=== design 1 ===
Design 1, clock routing:
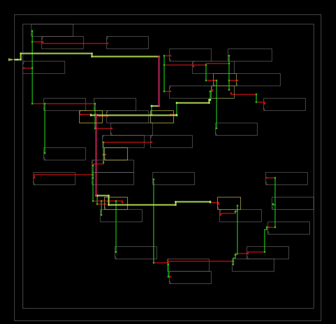

**config.mk**
```make
export PLATFORM = sky130hd
export DESIGN_NAME = display_mux_ctrl
export DESIGN_NICKNAME = d
export VERILOG_FILES = /design/src/rtl/display_mux_ctrl.sv
export SDC_FILE = /design/constraint.sdc
export NUM_CORES = 1
export LEC_CHECK = 0
export CAP_MARGIN = 20
export CORE_MARGIN = 1.5
export CORE_UTILIZATION = 40
export CTS_CLUSTER_SIZE = 16
export DETAILED_ROUTE_END_ITERATION = 10
export GPL_TIMING_DRIVEN = 0
export HOLD_SLACK_MARGIN = 0.02
export MAX_ROUTING_LAYER = met4
export PLACE_DENSITY_LB_ADDON = 0.25
export REMOVE_ABC_BUFFERS = 1
export SYNTH_ARGS = -nofsm -noshare
export SYNTH_HDL_FRONTEND = slang
export SYNTH_SLANG_ARGS = --single-unit
```
**constraint.sdc**
```tcl
create_clock -name clk -period 7.27 [get_ports clk]
set_input_delay 1.0905 -clock clk [delete_from_list [all_inputs] [get_ports clk]]
set_output_delay 1.0905 -clock clk [all_outputs]
set_load 0.02 [all_outputs]
```
**src/rtl/display_mux_ctrl.sv**
```systemverilog
// Digit-multiplexing scheduler for a single shared seven-segment decoder.
// Each digit slot begins with a blank interval (all anodes off) and then lights
// that digit's anode. The digit values are captured into a shadow copy once
// per frame, so a change on the inputs partway through a frame never appears
// on only some of the digits.
//
// state | meaning
// ------+-----------------------------------------------------------
// BLANK | start of a slot: all anodes off; hex_sel may change here
// ON    | anode of the current slot driven low; hex_sel held stable
module display_mux_ctrl #(
    parameter int N_DIGITS     = 2,
    parameter int REFRESH_DIV  = 24000,
    parameter int BLANK_CYCLES = 240,
    localparam int SLOT_W      = (N_DIGITS > 1) ? $clog2(N_DIGITS) : 1,
    localparam int CNT_W       = (REFRESH_DIV > 1) ? $clog2(REFRESH_DIV) : 1
) (
    input  logic                  clk,
    input  logic                  reset_n,
    input  logic                  en,
    input  logic [4*N_DIGITS-1:0] digits_in,
    output logic [3:0]            hex_sel,
    output logic [N_DIGITS-1:0]   an,
    output logic [SLOT_W-1:0]     slot,
    output logic                  frame_start
);

    typedef enum logic {ST_BLANK, ST_ON} state_t;

    localparam logic [CNT_W-1:0]    BLANK_LAST = CNT_W'(BLANK_CYCLES - 1);
    localparam logic [CNT_W-1:0]    SLOT_LAST  = CNT_W'(REFRESH_DIV - 1);
    localparam logic [SLOT_W-1:0]   LAST_SLOT  = SLOT_W'(N_DIGITS - 1);
    localparam logic [N_DIGITS-1:0] AN_ONE     = N_DIGITS'(1);

    state_t                state_q, state_d;
    logic [CNT_W-1:0]      cnt_q, cnt_d;
    logic [SLOT_W-1:0]     slot_d;
    logic [4*N_DIGITS-1:0] shadow_q, shadow_d;
    logic [3:0]            hex_d;
    logic [N_DIGITS-1:0]   an_d;
    logic                  fs_d;

    // Next-state and registered-output values for the slot scheduler.
    always_comb begin
        state_d  = state_q;
        cnt_d    = cnt_q;
        slot_d   = slot;
        shadow_d = shadow_q;
        hex_d    = hex_sel;
        an_d     = an;
        fs_d     = 1'b0;

        if (!en) begin
            state_d = ST_BLANK;
            cnt_d   = '0;
            slot_d  = '0;
            an_d    = '1;
        end else begin
            cnt_d = cnt_q + CNT_W'(1);
            case (state_q)
                ST_BLANK: begin
                    if (cnt_q == BLANK_LAST) begin
                        state_d = ST_ON;
                        an_d    = ~(AN_ONE << slot);
                    end
                end
                ST_ON: begin
                    if (cnt_q == SLOT_LAST) begin
                        state_d = ST_BLANK;
                        cnt_d   = '0;
                        an_d    = '1;
                        slot_d  = (slot == LAST_SLOT) ? '0 : slot + SLOT_W'(1);
                        fs_d    = (slot == LAST_SLOT);
                        hex_d   = shadow_q[4*int'(slot_d) +: 4];
                    end
                end
                default: ;
            endcase
        end

        // Slot 0 blanking is the only window where a new frame's values are
        // taken; the decoder input for digit 0 comes straight from the capture.
        if (state_d == ST_BLANK && slot_d == '0) begin
            shadow_d = digits_in;
            hex_d    = digits_in[3:0];
        end
    end

    // State, counter, shadow and output registers.
    always_ff @(posedge clk or negedge reset_n) begin
        if (!reset_n) begin
            state_q     <= ST_BLANK;
            cnt_q       <= '0;
            shadow_q    <= '0;
            slot        <= '0;
            hex_sel     <= '0;
            an          <= '1;
            frame_start <= 1'b0;
        end else begin
            state_q     <= state_d;
            cnt_q       <= cnt_d;
            shadow_q    <= shadow_d;
            slot        <= slot_d;
            hex_sel     <= hex_d;
            an          <= an_d;
            frame_start <= fs_d;
        end
    end

endmodule

```
=== design 2 ===
--- config.mk ---
export PLATFORM = sky130hd
export DESIGN_NAME = mem_access_ctrl_flat
export DESIGN_NICKNAME = d
export VERILOG_FILES = /design/src/rtl/mem_access_ctrl_if.sv /design/src/rtl/mem_access_ctrl.sv /design/src/flat_wrapper.sv
export SDC_FILE = /design/constraint.sdc
export NUM_CORES = 1
export LEC_CHECK = 0
export CELL_PAD_IN_SITES_DETAIL_PLACEMENT = 0
export CELL_PAD_IN_SITES_GLOBAL_PLACEMENT = 1
export CORE_MARGIN = 5
export CORE_UTILIZATION = 18
export CTS_CLUSTER_DIAMETER = 80
export CTS_CLUSTER_SIZE = 8
export DETAILED_ROUTE_END_ITERATION = 12
export PLACE_DENSITY = 0.83
export SKIP_LAST_GASP = 1
export SLEW_MARGIN = 20
export SYNTH_ARGS = -nofsm -noshare
export SYNTH_HDL_FRONTEND = slang
export SYNTH_SLANG_ARGS = --single-unit
--- constraint.sdc ---
create_clock -name clk -period 2.1 [get_ports clk]
set_input_delay 0.42 -clock clk [delete_from_list [all_inputs] [get_ports clk]]
set_output_delay 0.42 -clock clk [all_outputs]
set_load 0.01 [all_outputs]
--- src/rtl/mem_access_ctrl_if.sv ---
// EX/MEM-stage memory port bundle: pipeline control, scratchpad port and shared-bus port.
// master = access controller, slave = pipeline/memory side.
interface mem_access_ctrl_if #(
    parameter int DATA_W = 32
);
    localparam int OFS_W   = $clog2(DATA_W/8);
    localparam int WADDR_W = DATA_W - OFS_W;
    localparam int BE_W    = DATA_W/8;

    logic               stall;
    logic               flush;
    logic               busy;
    logic               ex_en;
    logic [3:0]         ex_mem_op;
    logic [DATA_W-1:0]  ex_mem_wr_data;
    logic [DATA_W-1:0]  ex_out;
    logic [DATA_W-1:0]  out;
    logic               miss_align;

    logic [DATA_W-1:0]  spm_rd_data;
    logic [WADDR_W-1:0] spm_addr;
    logic               spm_as_;
    logic               spm_rw;
    logic [DATA_W-1:0]  spm_wr_data;
    logic [BE_W-1:0]    spm_be;

    logic [DATA_W-1:0]  bus_rd_data;
    logic               bus_rdy_;
    logic               bus_grnt_;
    logic               bus_req_;
    logic [WADDR_W-1:0] bus_addr;
    logic               bus_as_;
    logic               bus_rw;
    logic [DATA_W-1:0]  bus_wr_data;
    logic [BE_W-1:0]    bus_be;

    modport master (
        input  stall, flush, ex_en, ex_mem_op, ex_mem_wr_data, ex_out,
               spm_rd_data, bus_rd_data, bus_rdy_, bus_grnt_,
        output busy, out, miss_align,
               spm_addr, spm_as_, spm_rw, spm_wr_data, spm_be,
               bus_req_, bus_addr, bus_as_, bus_rw, bus_wr_data, bus_be
    );

    modport slave (
        output stall, flush, ex_en, ex_mem_op, ex_mem_wr_data, ex_out,
               spm_rd_data, bus_rd_data, bus_rdy_, bus_grnt_,
        input  busy, out, miss_align,
               spm_addr, spm_as_, spm_rw, spm_wr_data, spm_be,
               bus_req_, bus_addr, bus_as_, bus_rw, bus_wr_data, bus_be
    );
endinterface

--- src/rtl/mem_access_ctrl.sv ---
// MEM-stage access controller: zero-wait scratchpad plus request/grant/ready bus FSM.
// Define MEM_SUBWORD_EN to enable halfword/byte loads and stores (lane select, sign extension).
module mem_access_ctrl #(
    parameter int         DATA_W  = 32,
    parameter logic [1:0] SPM_TAG = 2'b00
) (
    input logic              clk,
    input logic              reset,
    mem_access_ctrl_if.master mif
);
    localparam int OFS_W = $clog2(DATA_W/8);
    localparam int BE_W  = DATA_W/8;

    localparam logic [3:0] OP_LW  = 4'd1;
    localparam logic [3:0] OP_LH  = 4'd2;
    localparam logic [3:0] OP_LHU = 4'd3;
    localparam logic [3:0] OP_LB  = 4'd4;
    localparam logic [3:0] OP_LBU = 4'd5;
    localparam logic [3:0] OP_SW  = 4'd6;
    localparam logic [3:0] OP_SH  = 4'd7;
    localparam logic [3:0] OP_SB  = 4'd8;

    typedef enum logic [1:0] {IDLE, REQ, ACCESS, HOLD} state_t;

    state_t              r_state;
    state_t              w_next;
    logic [DATA_W-1:0]   r_rd_buf;

    logic [OFS_W-1:0]    w_ofs;
    logic                w_is_load, w_is_store, w_mis, w_acc, w_spm;
    logic                w_bus_req_n, w_bus_as_n, w_busy, w_latch;
    logic [BE_W-1:0]     w_be;
    logic [DATA_W-1:0]   w_wr_data, w_spm_ld, w_bus_ld, w_out;

    assign w_ofs      = mif.ex_out[OFS_W-1:0];
    assign w_is_load  = mif.ex_en && (mif.ex_mem_op >= OP_LW) && (mif.ex_mem_op <= OP_LBU);
    assign w_is_store = mif.ex_en && (mif.ex_mem_op >= OP_SW) && (mif.ex_mem_op <= OP_SB);

    always_comb begin
        w_mis = 1'b0;
        if (mif.ex_en) begin
            case (mif.ex_mem_op)
                OP_LW, OP_SW: w_mis = (w_ofs != '0);
`ifdef MEM_SUBWORD_EN
                OP_LH, OP_LHU, OP_SH: w_mis = w_ofs[0];
`else
                OP_LH, OP_LHU, OP_LB, OP_LBU, OP_SH, OP_SB: w_mis = 1'b1;
`endif
                default: ;
            endcase
        end
    end

    assign w_acc = (w_is_load || w_is_store) && !w_mis;
    assign w_spm = (mif.ex_out[DATA_W-1 -: 2] == SPM_TAG);

`ifdef MEM_SUBWORD_EN
    function automatic logic [DATA_W-1:0] f_load(input logic [DATA_W-1:0] d,
                                                 input logic [3:0] op,
                                                 input logic [OFS_W-1:0] ofs);
        logic [DATA_W-1:0] sh;
        sh = d >> {ofs, 3'b000};
        case (op)
            OP_LH:   return {{(DATA_W-16){sh[15]}}, sh[15:0]};
            OP_LHU:  return {{(DATA_W-16){1'b0}},   sh[15:0]};
            OP_LB:   return {{(DATA_W-8){sh[7]}},   sh[7:0]};
            OP_LBU:  return {{(DATA_W-8){1'b0}},    sh[7:0]};
            default: return d;
        endcase
    endfunction

    assign w_spm_ld = f_load(mif.spm_rd_data, mif.ex_mem_op, w_ofs);
    assign w_bus_ld = f_load(mif.bus_rd_data, mif.ex_mem_op, w_ofs);

    // Store data is replicated into every lane; byte enables pick the addressed one(s).
    always_comb begin
        w_be      = '1;
        w_wr_data = mif.ex_mem_wr_data;
        case (mif.ex_mem_op)
            OP_SH: begin
                w_be      = BE_W'(2'b11) << w_ofs;
                w_wr_data = {(DATA_W/16){mif.ex_mem_wr_data[15:0]}};
            end
            OP_SB: begin
                w_be      = BE_W'(1'b1) << w_ofs;
                w_wr_data = {BE_W{mif.ex_mem_wr_data[7:0]}};
            end
            default: ;
        endcase
    end
`else
    assign w_spm_ld  = mif.spm_rd_data;
    assign w_bus_ld  = mif.bus_rd_data;
    assign w_be      = '1;
    assign w_wr_data = mif.ex_mem_wr_data;
`endif

    always_comb begin
        w_next      = r_state;
        w_bus_req_n = 1'b1;
        w_bus_as_n  = 1'b1;
        w_busy      = 1'b0;
        w_latch     = 1'b0;
        case (r_state)
            IDLE: if (w_acc && !w_spm) begin
                w_bus_req_n = 1'b0;
                w_busy      = 1'b1;
                w_next      = REQ;
            end
            REQ: begin
                w_bus_req_n = 1'b0;
                w_busy      = 1'b1;
                if (!mif.bus_grnt_) begin
                    w_bus_as_n = 1'b0;
                    w_next     = ACCESS;
                end
            end
            ACCESS: begin
                w_bus_req_n = 1'b0;
                w_busy      = mif.bus_rdy_;
                if (!mif.bus_rdy_) begin
                    w_latch = 1'b1;
                    w_next  = mif.stall ? HOLD : IDLE;
                end
            end
            HOLD: begin
                w_bus_req_n = 1'b0;
                if (!mif.stall) w_next = IDLE;
            end
            default: w_next = IDLE;
        endcase
        // Flush and reset both drop the transfer and anything it returned.
        if (mif.flush || !reset) begin
            w_next      = IDLE;
            w_bus_req_n = 1'b1;
            w_bus_as_n  = 1'b1;
            w_busy      = 1'b0;
            w_latch     = 1'b0;
        end
    end

    always_ff @(posedge clk) begin
        if (!reset) begin
            r_state  <= IDLE;
            r_rd_buf <= '0;
        end else begin
            r_state <= w_next;
            if (w_latch) r_rd_buf <= w_is_load ? w_bus_ld : '0;
        end
    end

    always_comb begin
        w_out = mif.ex_out;
        if (r_state == HOLD && !mif.flush) w_out = r_rd_buf;
        else if (w_mis)                    w_out = '0;
        else if (w_acc) begin
            if (w_is_store)   w_out = '0;
            else if (w_spm)   w_out = w_spm_ld;
            else if (w_latch) w_out = w_bus_ld;
            else              w_out = '0;
        end
    end

    assign mif.out         = w_out;
    assign mif.miss_align  = w_mis;
    assign mif.busy        = w_busy;

    assign mif.spm_addr    = mif.ex_out[DATA_W-1:OFS_W];
    assign mif.spm_as_     = !(reset && w_acc && w_spm);
    assign mif.spm_rw      = w_is_load;
    assign mif.spm_wr_data = w_wr_data;
    assign mif.spm_be      = w_be;

    assign mif.bus_req_    = w_bus_req_n;
    assign mif.bus_addr    = mif.ex_out[DATA_W-1:OFS_W];
    assign mif.bus_as_     = w_bus_as_n;
    assign mif.bus_rw      = w_is_load;
    assign mif.bus_wr_data = w_wr_data;
    assign mif.bus_be      = w_be;
endmodule
--- src/flat_wrapper.sv ---
// flat-port wrapper written by rule: the top's interface ports become plain ports
module mem_access_ctrl_flat 
#(
    parameter int         DATA_W  = 32,
    parameter logic [1:0] SPM_TAG = 2'b00
)
  (clk, reset, mif_stall, mif_flush, mif_ex_en, mif_ex_mem_op, mif_ex_mem_wr_data, mif_ex_out, mif_spm_rd_data, mif_bus_rd_data, mif_bus_rdy_, mif_bus_grnt_, mif_busy, mif_out, mif_miss_align, mif_spm_addr, mif_spm_as_, mif_spm_rw, mif_spm_wr_data, mif_spm_be, mif_bus_req_, mif_bus_addr, mif_bus_as_, mif_bus_rw, mif_bus_wr_data, mif_bus_be);
  mem_access_ctrl_if #(.DATA_W(DATA_W)) mif_i ();
  input logic clk;
  input logic reset;
  input wire logic [$bits(mif_i.stall)-1:0] mif_stall;
  input wire logic [$bits(mif_i.flush)-1:0] mif_flush;
  input wire logic [$bits(mif_i.ex_en)-1:0] mif_ex_en;
  input wire logic [$bits(mif_i.ex_mem_op)-1:0] mif_ex_mem_op;
  input wire logic [$bits(mif_i.ex_mem_wr_data)-1:0] mif_ex_mem_wr_data;
  input wire logic [$bits(mif_i.ex_out)-1:0] mif_ex_out;
  input wire logic [$bits(mif_i.spm_rd_data)-1:0] mif_spm_rd_data;
  input wire logic [$bits(mif_i.bus_rd_data)-1:0] mif_bus_rd_data;
  input wire logic [$bits(mif_i.bus_rdy_)-1:0] mif_bus_rdy_;
  input wire logic [$bits(mif_i.bus_grnt_)-1:0] mif_bus_grnt_;
  output wire logic [$bits(mif_i.busy)-1:0] mif_busy;
  output wire logic [$bits(mif_i.out)-1:0] mif_out;
  output wire logic [$bits(mif_i.miss_align)-1:0] mif_miss_align;
  output wire logic [$bits(mif_i.spm_addr)-1:0] mif_spm_addr;
  output wire logic [$bits(mif_i.spm_as_)-1:0] mif_spm_as_;
  output wire logic [$bits(mif_i.spm_rw)-1:0] mif_spm_rw;
  output wire logic [$bits(mif_i.spm_wr_data)-1:0] mif_spm_wr_data;
  output wire logic [$bits(mif_i.spm_be)-1:0] mif_spm_be;
  output wire logic [$bits(mif_i.bus_req_)-1:0] mif_bus_req_;
  output wire logic [$bits(mif_i.bus_addr)-1:0] mif_bus_addr;
  output wire logic [$bits(mif_i.bus_as_)-1:0] mif_bus_as_;
  output wire logic [$bits(mif_i.bus_rw)-1:0] mif_bus_rw;
  output wire logic [$bits(mif_i.bus_wr_data)-1:0] mif_bus_wr_data;
  output wire logic [$bits(mif_i.bus_be)-1:0] mif_bus_be;
  assign mif_i.stall = mif_stall;
  assign mif_i.flush = mif_flush;
  assign mif_i.ex_en = mif_ex_en;
  assign mif_i.ex_mem_op = mif_ex_mem_op;
  assign mif_i.ex_mem_wr_data = mif_ex_mem_wr_data;
  assign mif_i.ex_out = mif_ex_out;
  assign mif_i.spm_rd_data = mif_spm_rd_data;
  assign mif_i.bus_rd_data = mif_bus_rd_data;
  assign mif_i.bus_rdy_ = mif_bus_rdy_;
  assign mif_i.bus_grnt_ = mif_bus_grnt_;
  assign mif_busy = mif_i.busy;
  assign mif_out = mif_i.out;
  assign mif_miss_align = mif_i.miss_align;
  assign mif_spm_addr = mif_i.spm_addr;
  assign mif_spm_as_ = mif_i.spm_as_;
  assign mif_spm_rw = mif_i.spm_rw;
  assign mif_spm_wr_data = mif_i.spm_wr_data;
  assign mif_spm_be = mif_i.spm_be;
  assign mif_bus_req_ = mif_i.bus_req_;
  assign mif_bus_addr = mif_i.bus_addr;
  assign mif_bus_as_ = mif_i.bus_as_;
  assign mif_bus_rw = mif_i.bus_rw;
  assign mif_bus_wr_data = mif_i.bus_wr_data;
  assign mif_bus_be = mif_i.bus_be;
  mem_access_ctrl #(.DATA_W(DATA_W), .SPM_TAG(SPM_TAG)) u_core (.clk(clk), .reset(reset), .mif(mif_i));
endmodule
=== design 3 ===
## src/rtl/cache_pkg.sv

```systemverilog
// Shared types and default widths for the 2-way write-back cache controller.
package cache_pkg;

  localparam int TAG_W_DEF  = 3;
  localparam int IDX_W_DEF  = 2;
  localparam int DATA_W_DEF = 3;

  typedef enum logic [2:0] {
    ST_IDLE,
    ST_LOOKUP,
    ST_WBACK,
    ST_REFILL,
    ST_RESP
  } state_t;

  // Per-slot status flags; the tag lives alongside in a width-parameterised array.
  typedef struct packed {
    logic valid;
    logic dirty;
  } meta_t;

  function automatic logic [7:0] sat_inc8(input logic [7:0] v);
    return (v == 8'hFF) ? v : v + 8'd1;
  endfunction

endpackage

```

## src/rtl/cache_tag_store.sv

```systemverilog
// Per-slot valid/dirty/tag storage plus one LRU bit per set; provides hit and
// victim selection for the set currently being looked up.
module cache_tag_store
  import cache_pkg::*;
#(
  parameter int TAG_W = TAG_W_DEF,
  parameter int IDX_W = IDX_W_DEF
) (
  input  logic             clock,
  input  logic             reset_n,
  input  logic [IDX_W-1:0] set_idx,
  input  logic [TAG_W-1:0] lk_tag,
  output logic             hit,
  output logic             hit_way,
  output logic             victim_way,
  output logic             victim_valid,
  output logic             victim_dirty,
  output logic [TAG_W-1:0] victim_tag,
  input  logic             upd_way,
  input  logic             touch_en,
  input  logic             wr_en,
  input  meta_t            wr_meta,
  input  logic [TAG_W-1:0] wr_tag
);

  localparam int SETS  = 1 << IDX_W;
  localparam int SLOTS = 2 * SETS;

  meta_t            meta_q [SLOTS];
  meta_t            meta_d [SLOTS];
  logic [TAG_W-1:0] tag_q  [SLOTS];
  logic [TAG_W-1:0] tag_d  [SLOTS];
  logic [SETS-1:0]  lru_q, lru_d;

  logic [IDX_W:0] slot0, slot1, slot_v, slot_u;
  logic           hit0, hit1;

  assign slot0 = {set_idx, 1'b0};
  assign slot1 = {set_idx, 1'b1};
  assign slot_u = {set_idx, upd_way};

  assign hit0    = meta_q[slot0].valid && (tag_q[slot0] == lk_tag);
  assign hit1    = meta_q[slot1].valid && (tag_q[slot1] == lk_tag);
  assign hit     = hit0 || hit1;
  assign hit_way = !hit0;

  // Fill an empty way before evicting; way 0 is preferred when both are empty.
  always_comb begin
    victim_way = lru_q[set_idx];
    if (!meta_q[slot0].valid) begin
      victim_way = 1'b0;
    end else if (!meta_q[slot1].valid) begin
      victim_way = 1'b1;
    end
  end

  assign slot_v       = {set_idx, victim_way};
  assign victim_valid = meta_q[slot_v].valid;
  assign victim_dirty = meta_q[slot_v].dirty;
  assign victim_tag   = tag_q[slot_v];

  always_comb begin
    meta_d = meta_q;
    tag_d  = tag_q;
    lru_d  = lru_q;
    if (wr_en) begin
      meta_d[slot_u] = wr_meta;
      tag_d[slot_u]  = wr_tag;
    end
    if (touch_en) begin
      lru_d[set_idx] = !upd_way;
    end
  end

  always_ff @(posedge clock or negedge reset_n) begin
    if (!reset_n) begin
      for (int i = 0; i < SLOTS; i++) begin
        meta_q[i] <= '0;
        tag_q[i]  <= '0;
      end
      lru_q <= '0;
    end else begin
      meta_q <= meta_d;
      tag_q  <= tag_d;
      lru_q  <= lru_d;
    end
  end

endmodule

```

## src/rtl/cache_controller.sv

```systemverilog
// 2-way set-associative write-back, write-allocate cache controller with an
// external data array. Optional hit/miss counters behind CACHE_STATS_EN.
module cache_controller
  import cache_pkg::*;
#(
  parameter int TAG_W  = TAG_W_DEF,
  parameter int IDX_W  = IDX_W_DEF,
  parameter int DATA_W = DATA_W_DEF
) (
  input  logic                   clock,
  input  logic                   reset_n,
  input  logic                   cpu_req,
  input  logic                   cpu_wren,
  input  logic [TAG_W+IDX_W-1:0] cpu_addr,
  input  logic [DATA_W-1:0]      cpu_wdata,
  output logic                   cpu_ready,
  output logic                   cpu_done,
  output logic                   cpu_hit,
  output logic [DATA_W-1:0]      cpu_rdata,
  output logic                   arr_we,
  output logic [IDX_W:0]         arr_idx,
  output logic [DATA_W-1:0]      arr_wdata,
  input  logic [DATA_W-1:0]      arr_rdata,
  output logic                   mem_req,
  output logic                   mem_we,
  output logic [TAG_W+IDX_W-1:0] mem_addr,
  output logic [DATA_W-1:0]      mem_wdata,
  input  logic [DATA_W-1:0]      mem_rdata,
  input  logic                   mem_ack
`ifdef CACHE_STATS_EN
  ,
  output logic [7:0]             hit_count,
  output logic [7:0]             miss_count
`endif
);

  localparam int ADDR_W = TAG_W + IDX_W;

  state_t              state_q, state_d;
  logic [ADDR_W-1:0]   addr_q, addr_d;
  logic                wren_q, wren_d;
  logic [DATA_W-1:0]   wdata_q, wdata_d;
  logic                hit_q, hit_d;
  logic                way_q, way_d;
  logic [DATA_W-1:0]   rdata_q, rdata_d;
  logic                mem_req_q, mem_req_d;
  logic                mem_we_q, mem_we_d;
  logic [ADDR_W-1:0]   mem_addr_q, mem_addr_d;
  logic [DATA_W-1:0]   mem_wdata_q, mem_wdata_d;

  logic [IDX_W-1:0]    set_idx;
  logic [TAG_W-1:0]    req_tag;
  logic                ts_hit, ts_hit_way;
  logic                ts_victim_way, ts_victim_valid, ts_victim_dirty;
  logic [TAG_W-1:0]    ts_victim_tag;
  logic                upd_way, touch_en, wr_en;
  meta_t               wr_meta;

  assign set_idx = addr_q[IDX_W-1:0];
  assign req_tag = addr_q[ADDR_W-1:IDX_W];

  cache_tag_store #(
    .TAG_W (TAG_W),
    .IDX_W (IDX_W)
  ) u_tag_store (
    .clock        (clock),
    .reset_n      (reset_n),
    .set_idx      (set_idx),
    .lk_tag       (req_tag),
    .hit          (ts_hit),
    .hit_way      (ts_hit_way),
    .victim_way   (ts_victim_way),
    .victim_valid (ts_victim_valid),
    .victim_dirty (ts_victim_dirty),
    .victim_tag   (ts_victim_tag),
    .upd_way      (upd_way),
    .touch_en     (touch_en),
    .wr_en        (wr_en),
    .wr_meta      (wr_meta),
    .wr_tag       (req_tag)
  );

  always_comb begin
    state_d       = state_q;
    addr_d        = addr_q;
    wren_d        = wren_q;
    wdata_d       = wdata_q;
    hit_d         = hit_q;
    way_d         = way_q;
    rdata_d       = rdata_q;
    mem_req_d     = mem_req_q;
    mem_we_d      = mem_we_q;
    mem_addr_d    = mem_addr_q;
    mem_wdata_d   = mem_wdata_q;
    arr_we        = 1'b0;
    arr_idx       = {set_idx, way_q};
    arr_wdata     = wdata_q;
    upd_way       = way_q;
    touch_en      = 1'b0;
    wr_en         = 1'b0;
    wr_meta.valid = 1'b1;
    wr_meta.dirty = 1'b1;

    unique case (state_q)
      ST_IDLE: begin
        if (cpu_req) begin
          addr_d  = cpu_addr;
          wren_d  = cpu_wren;
          wdata_d = cpu_wdata;
          state_d = ST_LOOKUP;
        end
      end

      ST_LOOKUP: begin
        hit_d = ts_hit;
        if (ts_hit) begin
          way_d    = ts_hit_way;
          arr_idx  = {set_idx, ts_hit_way};
          upd_way  = ts_hit_way;
          touch_en = 1'b1;
          if (wren_q) begin
            arr_we = 1'b1;
            wr_en  = 1'b1;
          end else begin
            rdata_d = arr_rdata;
          end
          state_d = ST_RESP;
        end else begin
          way_d   = ts_victim_way;
          arr_idx = {set_idx, ts_victim_way};
          upd_way = ts_victim_way;
          if (ts_victim_valid && ts_victim_dirty) begin
            // arr_idx points at the victim, so arr_rdata is the line to write back.
            mem_req_d   = 1'b1;
            mem_we_d    = 1'b1;
            mem_addr_d  = {ts_victim_tag, set_idx};
            mem_wdata_d = arr_rdata;
            state_d     = ST_WBACK;
          end else if (!wren_q) begin
            mem_req_d  = 1'b1;
            mem_we_d   = 1'b0;
            mem_addr_d = addr_q;
            state_d    = ST_REFILL;
          end else begin
            arr_we   = 1'b1;
            wr_en    = 1'b1;
            touch_en = 1'b1;
            state_d  = ST_RESP;
          end
        end
      end

      ST_WBACK: begin
        if (mem_ack) begin
          mem_wdata_d = '0;
          if (wren_q) begin
            arr_we     = 1'b1;
            wr_en      = 1'b1;
            touch_en   = 1'b1;
            mem_req_d  = 1'b0;
            mem_we_d   = 1'b0;
            mem_addr_d = '0;
            state_d    = ST_RESP;
          end else begin
            mem_req_d  = 1'b1;
            mem_we_d   = 1'b0;
            mem_addr_d = addr_q;
            state_d    = ST_REFILL;
          end
        end
      end

      ST_REFILL: begin
        if (mem_ack) begin
          arr_we        = 1'b1;
          arr_wdata     = mem_rdata;
          wr_en         = 1'b1;
          wr_meta.dirty = 1'b0;
          touch_en      = 1'b1;
          rdata_d       = mem_rdata;
          mem_req_d     = 1'b0;
          mem_we_d      = 1'b0;
          mem_addr_d    = '0;
          mem_wdata_d   = '0;
          state_d       = ST_RESP;
        end
      end

      ST_RESP: begin
        state_d = ST_IDLE;
      end

      default: begin
        state_d = ST_IDLE;
      end
    endcase
  end

  always_ff @(posedge clock or negedge reset_n) begin
    if (!reset_n) begin
      state_q     <= ST_IDLE;
      addr_q      <= '0;
      wren_q      <= 1'b0;
      wdata_q     <= '0;
      hit_q       <= 1'b0;
      way_q       <= 1'b0;
      rdata_q     <= '0;
      mem_req_q   <= 1'b0;
      mem_we_q    <= 1'b0;
      mem_addr_q  <= '0;
      mem_wdata_q <= '0;
    end else begin
      state_q     <= state_d;
      addr_q      <= addr_d;
      wren_q      <= wren_d;
      wdata_q     <= wdata_d;
      hit_q       <= hit_d;
      way_q       <= way_d;
      rdata_q     <= rdata_d;
      mem_req_q   <= mem_req_d;
      mem_we_q    <= mem_we_d;
      mem_addr_q  <= mem_addr_d;
      mem_wdata_q <= mem_wdata_d;
    end
  end

  assign cpu_ready = (state_q == ST_IDLE);
  assign cpu_done  = (state_q == ST_RESP);
  assign cpu_hit   = hit_q;
  assign cpu_rdata = rdata_q;
  assign mem_req   = mem_req_q;
  assign mem_we    = mem_we_q;
  assign mem_addr  = mem_addr_q;
  assign mem_wdata = mem_wdata_q;

`ifdef CACHE_STATS_EN
  logic [7:0] hit_cnt_q, hit_cnt_d, miss_cnt_q, miss_cnt_d;

  always_comb begin
    hit_cnt_d  = hit_cnt_q;
    miss_cnt_d = miss_cnt_q;
    if (state_q == ST_RESP) begin
      if (hit_q) hit_cnt_d = sat_inc8(hit_cnt_q);
      else       miss_cnt_d = sat_inc8(miss_cnt_q);
    end
  end

  always_ff @(posedge clock or negedge reset_n) begin
    if (!reset_n) begin
      hit_cnt_q  <= '0;
      miss_cnt_q <= '0;
    end else begin
      hit_cnt_q  <= hit_cnt_d;
      miss_cnt_q <= miss_cnt_d;
    end
  end

  assign hit_count  = hit_cnt_q;
  assign miss_count = miss_cnt_q;
`endif

endmodule

```

## config.mk

```make
export PLATFORM = sky130hd
export DESIGN_NAME = cache_controller
export DESIGN_NICKNAME = d
export VERILOG_FILES = /design/src/rtl/cache_pkg.sv /design/src/rtl/cache_tag_store.sv /design/src/rtl/cache_controller.sv
export SDC_FILE = /design/constraint.sdc
export NUM_CORES = 1
export LEC_CHECK = 0
export CAP_MARGIN = 20
export CORE_UTILIZATION = 30
export CTS_BUF_LIST = sky130_fd_sc_hd__clkbuf_8 sky130_fd_sc_hd__clkbuf_16
export CTS_CLUSTER_DIAMETER = 120
export DETAILED_ROUTE_END_ITERATION = 10
export SLEW_MARGIN = 30
export SYNTH_ARGS = -nofsm -noshare
export SYNTH_HDL_FRONTEND = slang
export SYNTH_SLANG_ARGS = --single-unit
```

## constraint.sdc

```tcl
create_clock -name clock -period 7 [get_ports clock]
set_input_delay 0.7 -clock clock [delete_from_list [all_inputs] [get_ports clock]]
set_output_delay 0.7 -clock clock [all_outputs]
set_load 0.1 [all_outputs]
```

=== design 4 ===
<file path="src/rtl/misr_compactor.sv">
// misr_compactor
// Multiple-input signature register that sits behind the BIST pattern
// generator. Each valid response beat is folded into the signature. After
// NUM_PATTERNS beats the final signature is compared against GOLDEN and the
// result is reported through o_done / o_pass.
//
// Ports
//   i_clk         clock, rising edge
//   i_reset       synchronous active-high reset, highest priority
//   i_start       begin a run (pulse or level; ignored while compacting)
//   i_abort       cancel a run in progress (only acts while compacting)
//   i_resp_valid  i_resp carries a beat this cycle
//   i_resp        circuit-under-test response word
//   o_busy        run in progress
//   o_done        run finished, held until the next start or reset
//   o_pass        final signature matched GOLDEN (valid while o_done=1)
//   o_signature   current MISR contents
//   o_count       beats absorbed in this run
//
// state     | meaning
// ----------+------------------------------------------------------------
// S_IDLE    | waiting for start; responses ignored
// S_COMPACT | absorbing response beats, counting toward NUM_PATTERNS
// S_DONE    | run complete; signature, count and pass frozen

module misr_compactor #(
   parameter int             W            = 16,
   parameter logic [W-1:0]   POLY         = 16'h002D,
   parameter logic [W-1:0]   SEED         = '0,
   parameter int             NUM_PATTERNS = 1000,
   parameter int             CNT_W        = 16,
   parameter logic [W-1:0]   GOLDEN       = '0
) (
   input  logic             i_clk,
   input  logic             i_reset,
   input  logic             i_start,
   input  logic             i_abort,
   input  logic             i_resp_valid,
   input  logic [W-1:0]     i_resp,
   output logic             o_busy,
   output logic             o_done,
   output logic             o_pass,
   output logic [W-1:0]     o_signature,
   output logic [CNT_W-1:0] o_count
);

   typedef enum logic [1:0] {
      S_IDLE    = 2'd0,
      S_COMPACT = 2'd1,
      S_DONE    = 2'd2
   } state_t;

   // A zero-length run completes on the start edge itself. LAST_CNT is only
   // consulted while compacting, which a zero-length run never reaches.
   localparam bit              ZERO_RUN = (NUM_PATTERNS == 0);
   localparam logic [CNT_W-1:0] LAST_CNT = CNT_W'(NUM_PATTERNS - 1);

   state_t           r_state;
   logic [W-1:0]     r_sig;
   logic [CNT_W-1:0] r_cnt;
   logic             r_busy;
   logic             r_done;
   logic             r_pass;

   state_t           w_next_state;
   logic [W-1:0]     w_next_sig;
   logic [CNT_W-1:0] w_next_cnt;
   logic             w_next_pass;
   logic [W-1:0]     w_step;

   // Galois-style shift: the MSB shifted out selects the feedback taps,
   // then the response word is XORed across all bits.
   assign w_step = {r_sig[W-2:0], 1'b0} ^ (r_sig[W-1] ? POLY : '0) ^ i_resp;

   always_comb begin
      w_next_state = r_state;
      w_next_sig   = r_sig;
      w_next_cnt   = r_cnt;
      w_next_pass  = r_pass;
      case (r_state)
         S_IDLE, S_DONE: begin
            if (i_start) begin
               w_next_sig = SEED;
               w_next_cnt = '0;
               if (ZERO_RUN) begin
                  w_next_state = S_DONE;
                  w_next_pass  = (SEED == GOLDEN);
               end else begin
                  w_next_state = S_COMPACT;
                  w_next_pass  = 1'b0;
               end
            end
         end
         S_COMPACT: begin
            // abort wins over a coincident beat; partial results are kept
            if (i_abort) begin
               w_next_state = S_IDLE;
            end else if (i_resp_valid) begin
               w_next_sig = w_step;
               w_next_cnt = r_cnt + 1'b1;
               if (r_cnt == LAST_CNT) begin
                  w_next_state = S_DONE;
                  w_next_pass  = (w_step == GOLDEN);
               end
            end
         end
         default: begin
            w_next_state = S_IDLE;
         end
      endcase
   end

   always_ff @(posedge i_clk) begin
      if (i_reset) begin
         r_state <= S_IDLE;
         r_sig   <= SEED;
         r_cnt   <= '0;
         r_busy  <= 1'b0;
         r_done  <= 1'b0;
         r_pass  <= 1'b0;
      end else begin
         r_state <= w_next_state;
         r_sig   <= w_next_sig;
         r_cnt   <= w_next_cnt;
         r_busy  <= (w_next_state == S_COMPACT);
         r_done  <= (w_next_state == S_DONE);
         r_pass  <= w_next_pass;
      end
   end

   assign o_busy      = r_busy;
   assign o_done      = r_done;
   assign o_pass      = r_pass;
   assign o_signature = r_sig;
   assign o_count     = r_cnt;

endmodule

</file>
<file path="config.mk">
export PLATFORM = sky130hd
export DESIGN_NAME = misr_compactor
export DESIGN_NICKNAME = d
export VERILOG_FILES = /design/src/rtl/misr_compactor.sv
export SDC_FILE = /design/constraint.sdc
export NUM_CORES = 1
export LEC_CHECK = 0
export ABC_AREA = 1
export CORE_UTILIZATION = 52
export DETAILED_ROUTE_END_ITERATION = 10
export PLACE_DENSITY = 0.95
export SLEW_MARGIN = 20
export SYNTH_ARGS = -nofsm -noshare
export SYNTH_HDL_FRONTEND = slang
export SYNTH_SLANG_ARGS = --single-unit
</file>
<file path="constraint.sdc">
create_clock -name i_clk -period 2 [get_ports i_clk]
set_input_delay 0.2 -clock i_clk [delete_from_list [all_inputs] [get_ports i_clk]]
set_output_delay 0.2 -clock i_clk [all_outputs]
set_load 0.03 [all_outputs]
</file>

## Gallery

Clock routing.
panel A
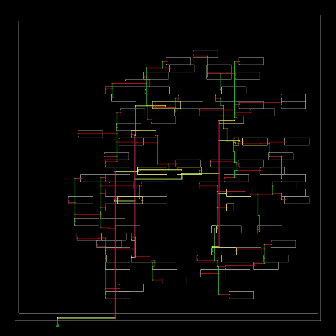
panel B
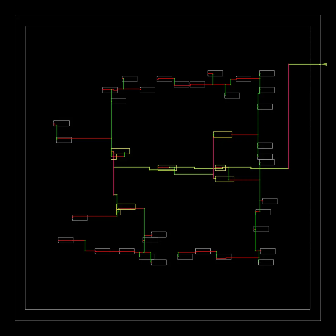
panel C
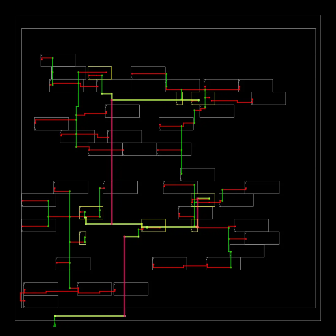
panel C -> design 4
panel A -> design 3
panel B -> design 2

Design 4, the metal 4 layer:
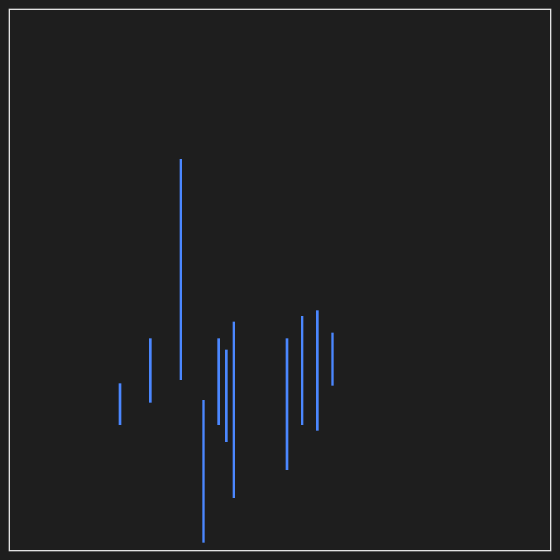
The layer carries 147 microns of wire. The longest straight run is 26.5 microns. 9 nets have wire on it. The layer holds 2.6% of the routed length. The wires run mostly vertical.

==> run_results.csv, design 4 <==
group,metric,value,unit
layout,clk_share,0.0290,
layout,area_delta_synth_final,31.7,%
clock_network,h-tree-depth,2,
job,maxCapViolCount,0,
status,status,"finished, final reports clean",
logic_synthesis,syn_area,2090,sq um
logic_synthesis,top_cell,"nand2_1",
layout,area_share_nonclk_buffers,0.205,
floorplan,core,3770,sq um
global_route,antenna_found_initial,0,
setup_path,crit_buf_inv,1,
global_route,grt_use_met3,0.0590,
logic_synthesis,async_reset_ff_frac,0,
logic_synthesis,synth-edff-count,0,
sta,setup_viol,0,
setup_path,critPathTopFamily,"buffers and inverters",
floorplan,nWellTaps,48,
layout,n_all_buffers,57,
floorplan,fp_util,0.555,
setup_path,worstSetupPathType,"reg2out",
global_route,grt_max_degree,22,
[design 4: worst max path at each step]
| stage | from | end | slack (ns) | cells after the start |
|---|---|---|---|---|
| finish | o_count[5] | o_count[5] | 0.27 | 1 |
| floorplan | o_count[0] | o_count[10] | 0.39 | 8 |
| global placement | i_resp_valid | o_count[9] | 0.29 | 8 |
| detailed placement | i_abort | o_count[10] | 0.19 | 9 |
| CTS | o_count[5] | o_count[5] | 0.29 | 1 |
| global route | o_count[0] | o_count[10] | 0.20 | 8 |
[design 4: through the flow]
step / hold slack, ns / util / instance area [sq um] / std cells
after floorplan: 0.389 / - / 2090 / 336
after global placement: 0.482 / 0.710 / 2680 / 436
after detailed placement: 0.489 / 0.710 / 2680 / 436
after CTS: 0.499 / 0.731 / 2760 / 444
after global routing: 0.521 / 0.731 / 2760 / 444
final: 0.501 / 0.731 / 2760 / 444
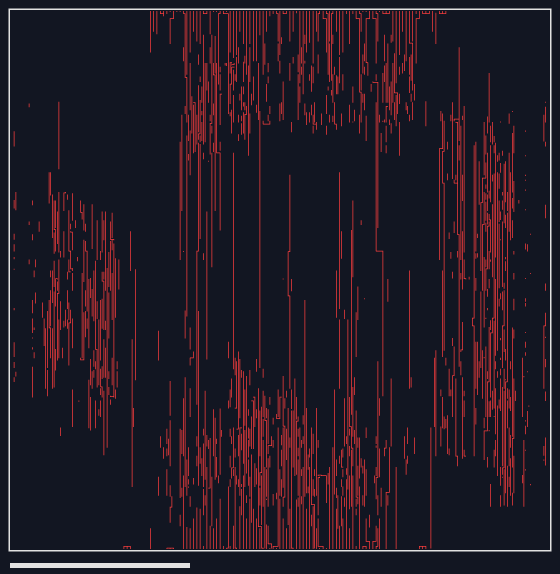
Design 2: the metal 2 layer
Scale bar: 50 microns.
The longest straight run is 71.1 microns. The layer carries 8250 microns of wire.

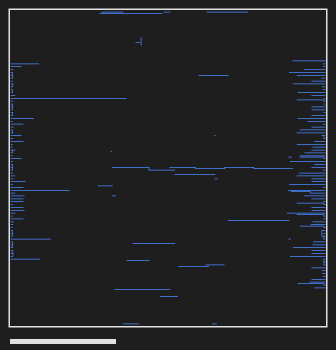
Design 2: M3 wires
Scale bar: 50 microns.
The layer carries 1200 microns of wire. The longest straight run is 54.5 microns. 132 nets have wire on it. The layer holds 7.3% of the routed length.

==> run_results.csv, design 2 <==
group,metric,value,unit
logic_synthesis,synthXorXnorAreaFrac,0,
sta,setup_viol,36,
hold_path,hp-class,"reg2reg",
setup_path,path_depth,9,
route,dr_wl_met3,1200,microns
layout,final_cells,927,
status,violations,"setup timing",
setup_path,r2r_start,"u_core.r_state[1]",
sta,worst_slack,-0.286,ns
sta,fin_skew,0.00289,ns
setup_path,crit_end,"mif_out[28]",
sta,finalCritPeriodShare,1.14,
setup_path,cp.required,1.68,ns
placed_design,place_congestion,0.746,
layout,finish.utilization,0.344,
floorplan,die_w,150,microns
floorplan,fp.dieH,150,microns
status,status,"finished, violations left",
placed_design,port_buffers,205,
global_route,grt-busiest-layer,"met2",
layout,fin_nets,799,
placed_design,post-place-ws,-1.14,ns
hold_path,hp-start,"u_core.r_rd_buf[30]",
floorplan,fp_util,0.181,
hold_path,whs_endpoint,"u_core.r_rd_buf[30]",
[design 2: layout make-up]
class | count | area, sq um
Fill cell | 2050 | 12700
Timing Repair Buffer | 326 | 3200
Multi-Input combinational cell | 291 | 2270
Sequential cell | 34 | 682
Tap cell | 265 | 332
Clock buffer | 6 | 139
Clock inverter | 2 | 12.5
Inverter | 2 | 7.51
Antenna cell | 1 | 2.50
[design 2: placed cells by master, fill, tap and decap left out, types with 4 or more instances in the layout]
cell type,n
clkdlybuf4s50_1,154
buf_4,77
buf_2,35
nor2_1,34
nand2_1,34
a22oi_1,33
dfxtp_1,33
nor2b_1,32
buf_6,25
a21oi_1,21
buf_12,16
and3_1,13
o22ai_2,13
nor3_2,13
o21ai_1,12
a221oi_2,9
a221oi_4,8
conb_1,8
a21oi_2,7
clkbuf_16,6
buf_16,6
dlygate4sd2_1,6
o21ai_2,5
nor2_4,4
and3_4,4
nand2b_1,4
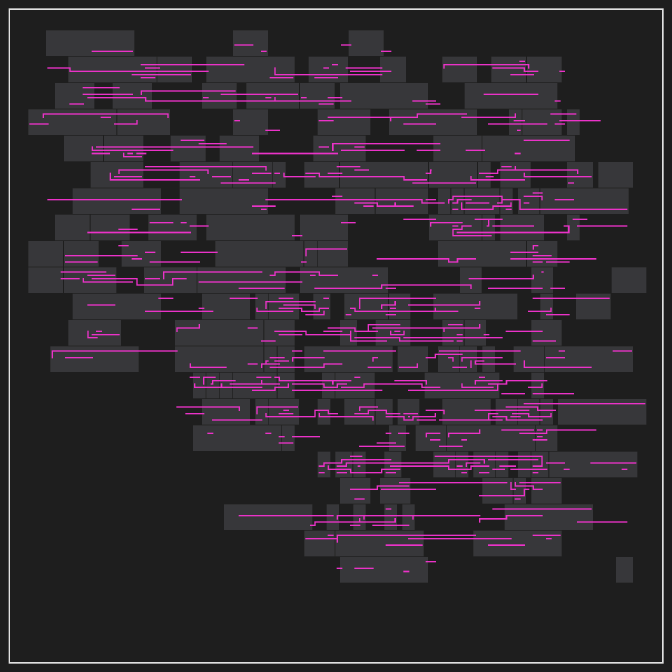
Design 1: signal wires on met1
The wires run mostly horizontal. The longest straight run is 21.2 microns.

Notes on 'clock routing' of design 1 above:
clk sinks: 32
clock skew: 0.00600 ns

==> run_results.csv, design 1 <==
group,metric,value,unit
sta,slew_viol_final,0,
clock_network,ctsResizeCount,0,
global_route,grt-busiest-layer,"met2",
setup_path,worstSetupPathType,"reg2reg",
route,dr.pass1.iters,4,
setup_path,crit_fanout,9,
clock_network,h-tree-depth,2,
setup_path,cp_data_arrival_time,3.02,ns
status,status,"finished, final reports clean",
placed_design,place_congestion,0.790,
placed_design,port_buffers,18,
sta,tightest_slew,0.714,ns
layout,nClkBuffers,7,
layout,flop_area,803,sq um
global_route,grt_pass1_wl,5090,microns
[design 1: registers in the layout (all words and copies together), names as in the netlist]
register     count
cnt_q           15
shadow_q         8
hex_sel          4
an               2
frame_start      1
slot             1
state_q          1
[design 1: path summary, 6_finish.rpt]
path | startpoint | to | slack [ns] | cells past startpoint
max | cnt_q[0] | shadow_q[7] | 4.42 | 8
min reg2reg | cnt_q[0] | cnt_q[0] | 0.50 | 1
max reg2reg | cnt_q[0] | shadow_q[7] | 4.42 | 8
min | cnt_q[0] | cnt_q[0] | 0.50 | 1
min in group asynchronous | reset_n | cnt_q[11] | 0.86 | 1
max in group asynchronous | reset_n | hex_sel[0] | 5.95 | 1
[design 1: kinds of logic (layout without fill, tap and decap cells)]
| group | Yosys count | count (layout) | synth area share |
|---|---|---|---|
| AOI/OAI and AO/OA | 4 | 4 | 0.0242 |
| adders and majority gates | 2 | 2 | 0.0151 |
| buffers and inverters | 12 | 33 | 0.0385 |
| DFF | 32 | 32 | 0.485 |
| and+or+nand+nor | 55 | 55 | 0.191 |
| xor gates and xnor gates | 13 | 13 | 0.0687 |
| muxes | 23 | 23 | 0.177 |
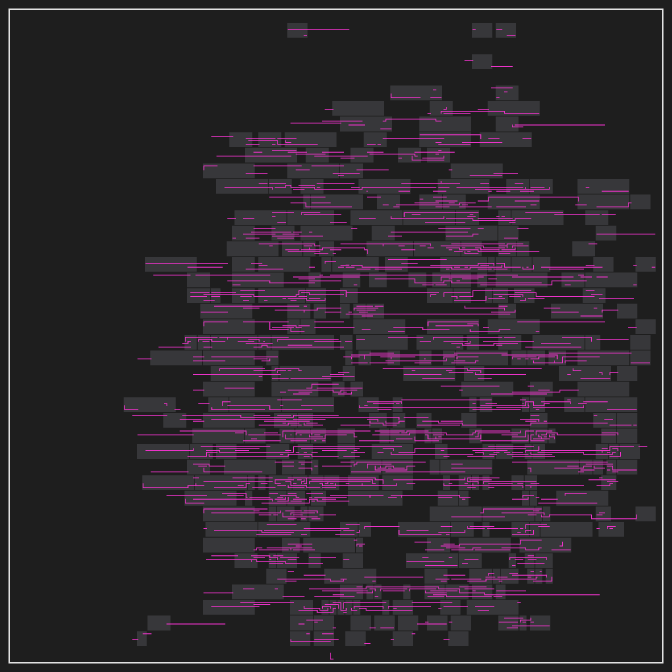
Design 3: signal wires on met1
The wires run mostly horizontal. The layer holds 46% of the routed length. 332 nets have wire on it. The layer carries 3970 microns of wire.

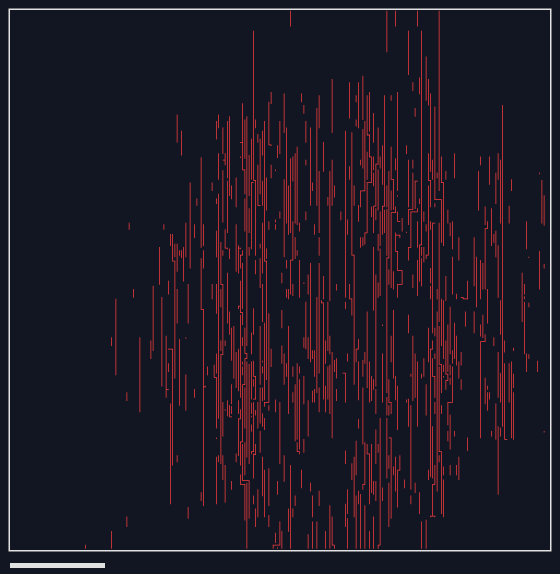
Design 3: the metal 2 layer
Scale bar: 20 microns.
The wires run mostly vertical. The layer holds 48% of the routed length. The layer carries 4170 microns of wire. 316 nets have wire on it. The longest straight run is 67.7 microns.

==> run_results.csv, design 3 <==
group,metric,value,unit
status,status,"finished, final reports clean",
job,maxCapViolCount,0,
sta,slew-limit-headroom,0.332,
logic_synthesis,ys_types,57,
floorplan,die_w,114,microns
layout,flop_area,1780,sq um
setup_path,cp.required,6.30,ns
clock_network,cts_buffers,9,
sta,slew_viol_final,0,
placed_design,port_buffers,41,
setup_path,cp_data_arrival_time,4.22,ns
logic_synthesis,ys_area,3740,sq um
floorplan,fp.dieH,114,microns
clock_network,h-tree-depth,3,
[design 3: synthesized netlist by cell type (4+ instances only)]
| master | number |
|---|---|
| clkbuf_1 | 14 |
| buf_4 | 4 |
| a32oi_1 | 4 |
| nand2b_1 | 10 |
| o31ai_1 | 4 |
| o221ai_2 | 4 |
| o21ai_0 | 7 |
| nand2_1 | 24 |
| o211ai_1 | 4 |
| xnor2_1 | 6 |
| nor2_1 | 7 |
| inv_1 | 8 |
| mux4_2 | 9 |
| nor2b_1 | 8 |
| mux2_1 | 6 |
| mux2_2 | 46 |
| mux2i_1 | 8 |
| dfrtp_1 | 71 |
| and2_1 | 6 |
[design 3: worst register-to-register path: cells and delay by family (launching register included)]
kind             cells  cell delay [ns]
AND-OR/OR-AND        2             1.22
XOR/XNOR             1             0.19
AND/OR/NAND/NOR      1             0.31
flip-flops           1             0.86
multiplexers         2             0.86
[design 3: metal layers]
layer	track usage	vias to the layer above	share of wire
met5	0	-	0
met1	0.198	1295	0.46
met4	0.0623	0	0.017
met3	0.0282	11	0.038
met2	0.233	59	0.48
li1	-	1198	-

=== design 5 ===
$ cat src/rtl/mem_fifo.sv
// mem_fifo: synchronous FIFO with block-RAM style registered read data and sticky error flag.
// Defining FIFO_COUNT_EN adds the occupancy output port count.
module mem_fifo #(
  parameter int WIDTH    = 16,
  parameter int ADDR_W   = 5,
  parameter int AF_LEVEL = 2**ADDR_W - 4
) (
  input  logic             clk,
  input  logic             rst_n,
  input  logic             push,
  input  logic [WIDTH-1:0] din,
  input  logic             pop,
  output logic [WIDTH-1:0] dout,
  output logic             full,
  output logic             empty,
  output logic             almost_full,
  output logic             err
`ifdef FIFO_COUNT_EN
  ,
  output logic [ADDR_W:0]  count
`endif
);

  localparam logic [ADDR_W:0] AF_LVL  = (ADDR_W+1)'(AF_LEVEL);
  localparam logic [ADDR_W:0] PTR_ONE = {{ADDR_W{1'b0}}, 1'b1};

  logic [WIDTH-1:0] mem [2**ADDR_W];

  logic [ADDR_W:0]  wr_ptr_q, wr_ptr_d;
  logic [ADDR_W:0]  rd_ptr_q, rd_ptr_d;
  logic [WIDTH-1:0] dout_q, dout_d;
  logic             err_q, err_d;
  logic [ADDR_W:0]  occ;
  logic             push_ok;
  logic             pop_ok;

  // Status flags decoded from the registered pointers only
  always_comb begin
    occ         = wr_ptr_q - rd_ptr_q;
    full        = (wr_ptr_q[ADDR_W] != rd_ptr_q[ADDR_W]) &&
                  (wr_ptr_q[ADDR_W-1:0] == rd_ptr_q[ADDR_W-1:0]);
    empty       = (wr_ptr_q == rd_ptr_q);
    almost_full = (occ >= AF_LVL);
  end

  // Acceptance, pointer advance, read data and sticky error next-state
  always_comb begin
    push_ok  = push & ~full;
    pop_ok   = pop & ~empty;
    wr_ptr_d = wr_ptr_q;
    rd_ptr_d = rd_ptr_q;
    dout_d   = dout_q;
    err_d    = err_q | (push & full) | (pop & empty);
    if (push_ok) begin
      wr_ptr_d = wr_ptr_q + PTR_ONE;
    end else begin
      wr_ptr_d = wr_ptr_q;
    end
    if (pop_ok) begin
      rd_ptr_d = rd_ptr_q + PTR_ONE;
      dout_d   = mem[rd_ptr_q[ADDR_W-1:0]];
    end else begin
      rd_ptr_d = rd_ptr_q;
      dout_d   = dout_q;
    end
  end

  // Control state registers with synchronous active-low reset
  always_ff @(posedge clk) begin
    if (!rst_n) begin
      wr_ptr_q <= {(ADDR_W+1){1'b0}};
      rd_ptr_q <= {(ADDR_W+1){1'b0}};
      dout_q   <= {WIDTH{1'b0}};
      err_q    <= 1'b0;
    end else begin
      wr_ptr_q <= wr_ptr_d;
      rd_ptr_q <= rd_ptr_d;
      dout_q   <= dout_d;
      err_q    <= err_d;
    end
  end

  // Storage write port; contents survive reset but reset blocks the write
  always_ff @(posedge clk) begin
    if (rst_n && push_ok) begin
      mem[wr_ptr_q[ADDR_W-1:0]] <= din;
    end
  end

  assign dout = dout_q;
  assign err  = err_q;

`ifdef FIFO_COUNT_EN
  assign count = occ;
`endif

endmodule

$ cat config.mk
export PLATFORM = sky130hd
export DESIGN_NAME = mem_fifo
export DESIGN_NICKNAME = d
export VERILOG_FILES = /design/src/rtl/mem_fifo.sv
export SDC_FILE = /design/constraint.sdc
export NUM_CORES = 1
export LEC_CHECK = 0
export CAP_MARGIN = 40
export CORE_ASPECT_RATIO = 0.6
export CORE_MARGIN = 3
export CORE_UTILIZATION = 45
export DETAILED_ROUTE_END_ITERATION = 8
export PLACE_DENSITY_LB_ADDON = 0.1
export SETUP_SLACK_MARGIN = 0.4
export SLEW_MARGIN = 20
export SYNTH_ARGS = -nofsm -noshare
export SYNTH_HDL_FRONTEND = slang
export SYNTH_SLANG_ARGS = --single-unit
$ cat constraint.sdc
create_clock -name clk -period 10.7 [get_ports clk]
set_input_delay 2.14 -clock clk [delete_from_list [all_inputs] [get_ports clk]]
set_output_delay 2.14 -clock clk [all_outputs]
set_load 0.01 [all_outputs]
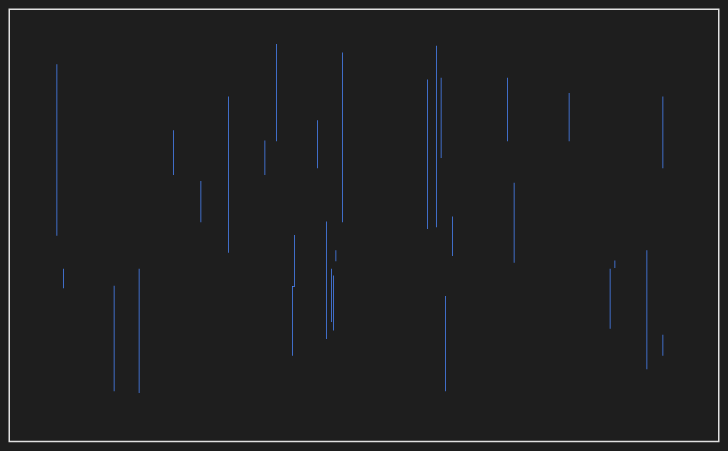
Design 5: the metal 4 layer
The layer holds 1.9% of the routed length. The longest straight run is 72.8 microns. The layer carries 952 microns of wire. 15 nets have wire on it.

==> run_results.csv <==
group,metric,value,unit
floorplan,fp_util,0.462,
route,dr_wl_met2,21500,microns
layout,area_share_nonclk_buffers,0.0438,
setup_path,path_depth,10,
logic_synthesis,syn_inst,1036,
status,status,"finished, final reports clean",
setup_path,cp_data_arrival_time,3.78,ns
logic_synthesis,syn_area,21000,sq um
setup_path,r2r_slack,6.53,ns
sta,fmax,169,MHz
setup_path,cp-startpoint,"rd_ptr_q[1]",
logic_synthesis,syn_nets,1067,
setup_path,slowest_stage,"dfxtp_2",
logic_synthesis,ys_cells,1036,
setup_path,startpoint_type,"flop",
setup_path,worstSetupPathType,"reg2out",
sta,tns,0,ns
sta,rsz0062_at_grt,"no",
hold_path,hold_path_depth,2,
logic_synthesis,synth-edff-count,512,
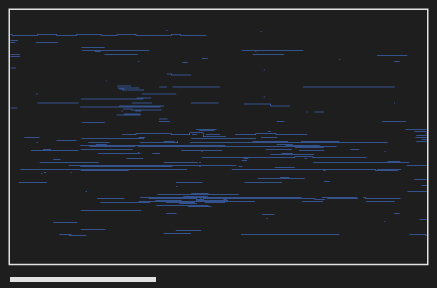
Design 5: M3 wires
Scale bar: 100 microns.
The layer holds 7.7% of the routed length. 108 nets have wire on it. The wires run mostly horizontal.

metrics by stage:
stage | util | hold WS, ns | instances | setup slack (ns)
after floorplan | - | 0.467 | 1036 | 6.22
after global placement | 0.486 | 0.434 | 1662 | 5.39
after detailed placement | 0.494 | 0.433 | 1688 | 5.35
after CTS | 0.531 | 0.443 | 1780 | 4.72
after global routing | 0.535 | 0.475 | 1790 | 4.55
final | 0.535 | 0.442 | 1792 | 4.78
cells in the final DEF (no fill, tap or decap), types with 15 or more instances in the layout:
| master | count |
|---|---|
| o221ai_1 | 16 |
| a22o_1 | 30 |
| clkdlybuf4s50_1 | 29 |
| clkbuf_16 | 51 |
| clkinv_2 | 17 |
| buf_8 | 15 |
| o22ai_1 | 15 |
| a2111oi_2 | 15 |
| a22oi_1 | 15 |
| buf_4 | 22 |
| mux2i_1 | 68 |
| mux4_2 | 91 |
| dfxtp_1 | 25 |
| edfxtp_1 | 512 |
| a21oi_1 | 38 |
| nor2_2 | 25 |
| nor2_1 | 27 |
power by group:
part           internal (mW)  switching [mW]  leakage, nW  total [mW]
registers               2.33          0.0163         4.84        2.35
clock network           1.03           0.767        0.835        1.80
logic                  0.259           0.307         1.89       0.565
total                   3.62            1.09         7.57        4.71


==> screenshots <==
The metal 2 layer.
image #1
Scale bar: 100 microns.
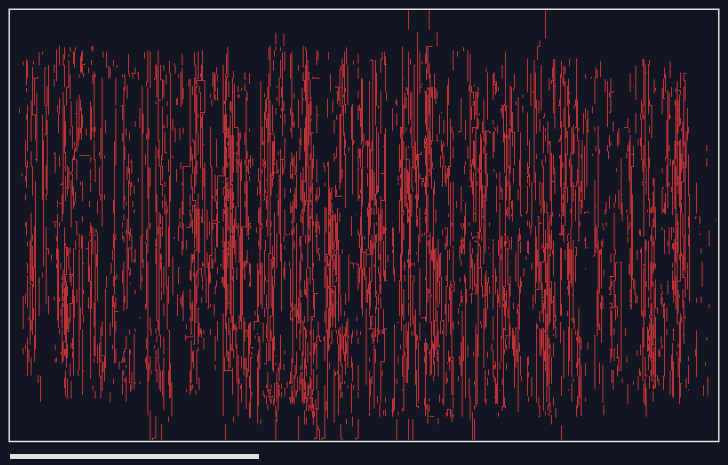
image #2
Scale bar: 20 microns.
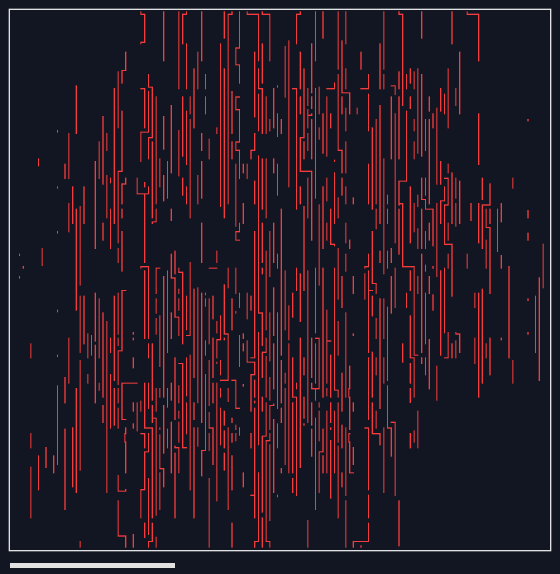
image #3
Scale bar: 20 microns.
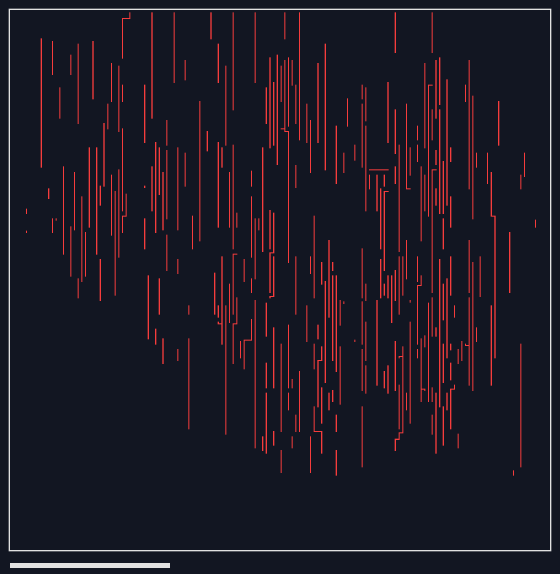
The one with the largest die is image #1.
- design 1 = image #3
- design 4 = image #2
- design 5 = image #1

Key to image #1:
980 nets have wire on it. The layer holds 44% of the routed length. The longest straight run is 77.7 microns. The wires run mostly vertical.

Power and IR drop assume default switching activity.
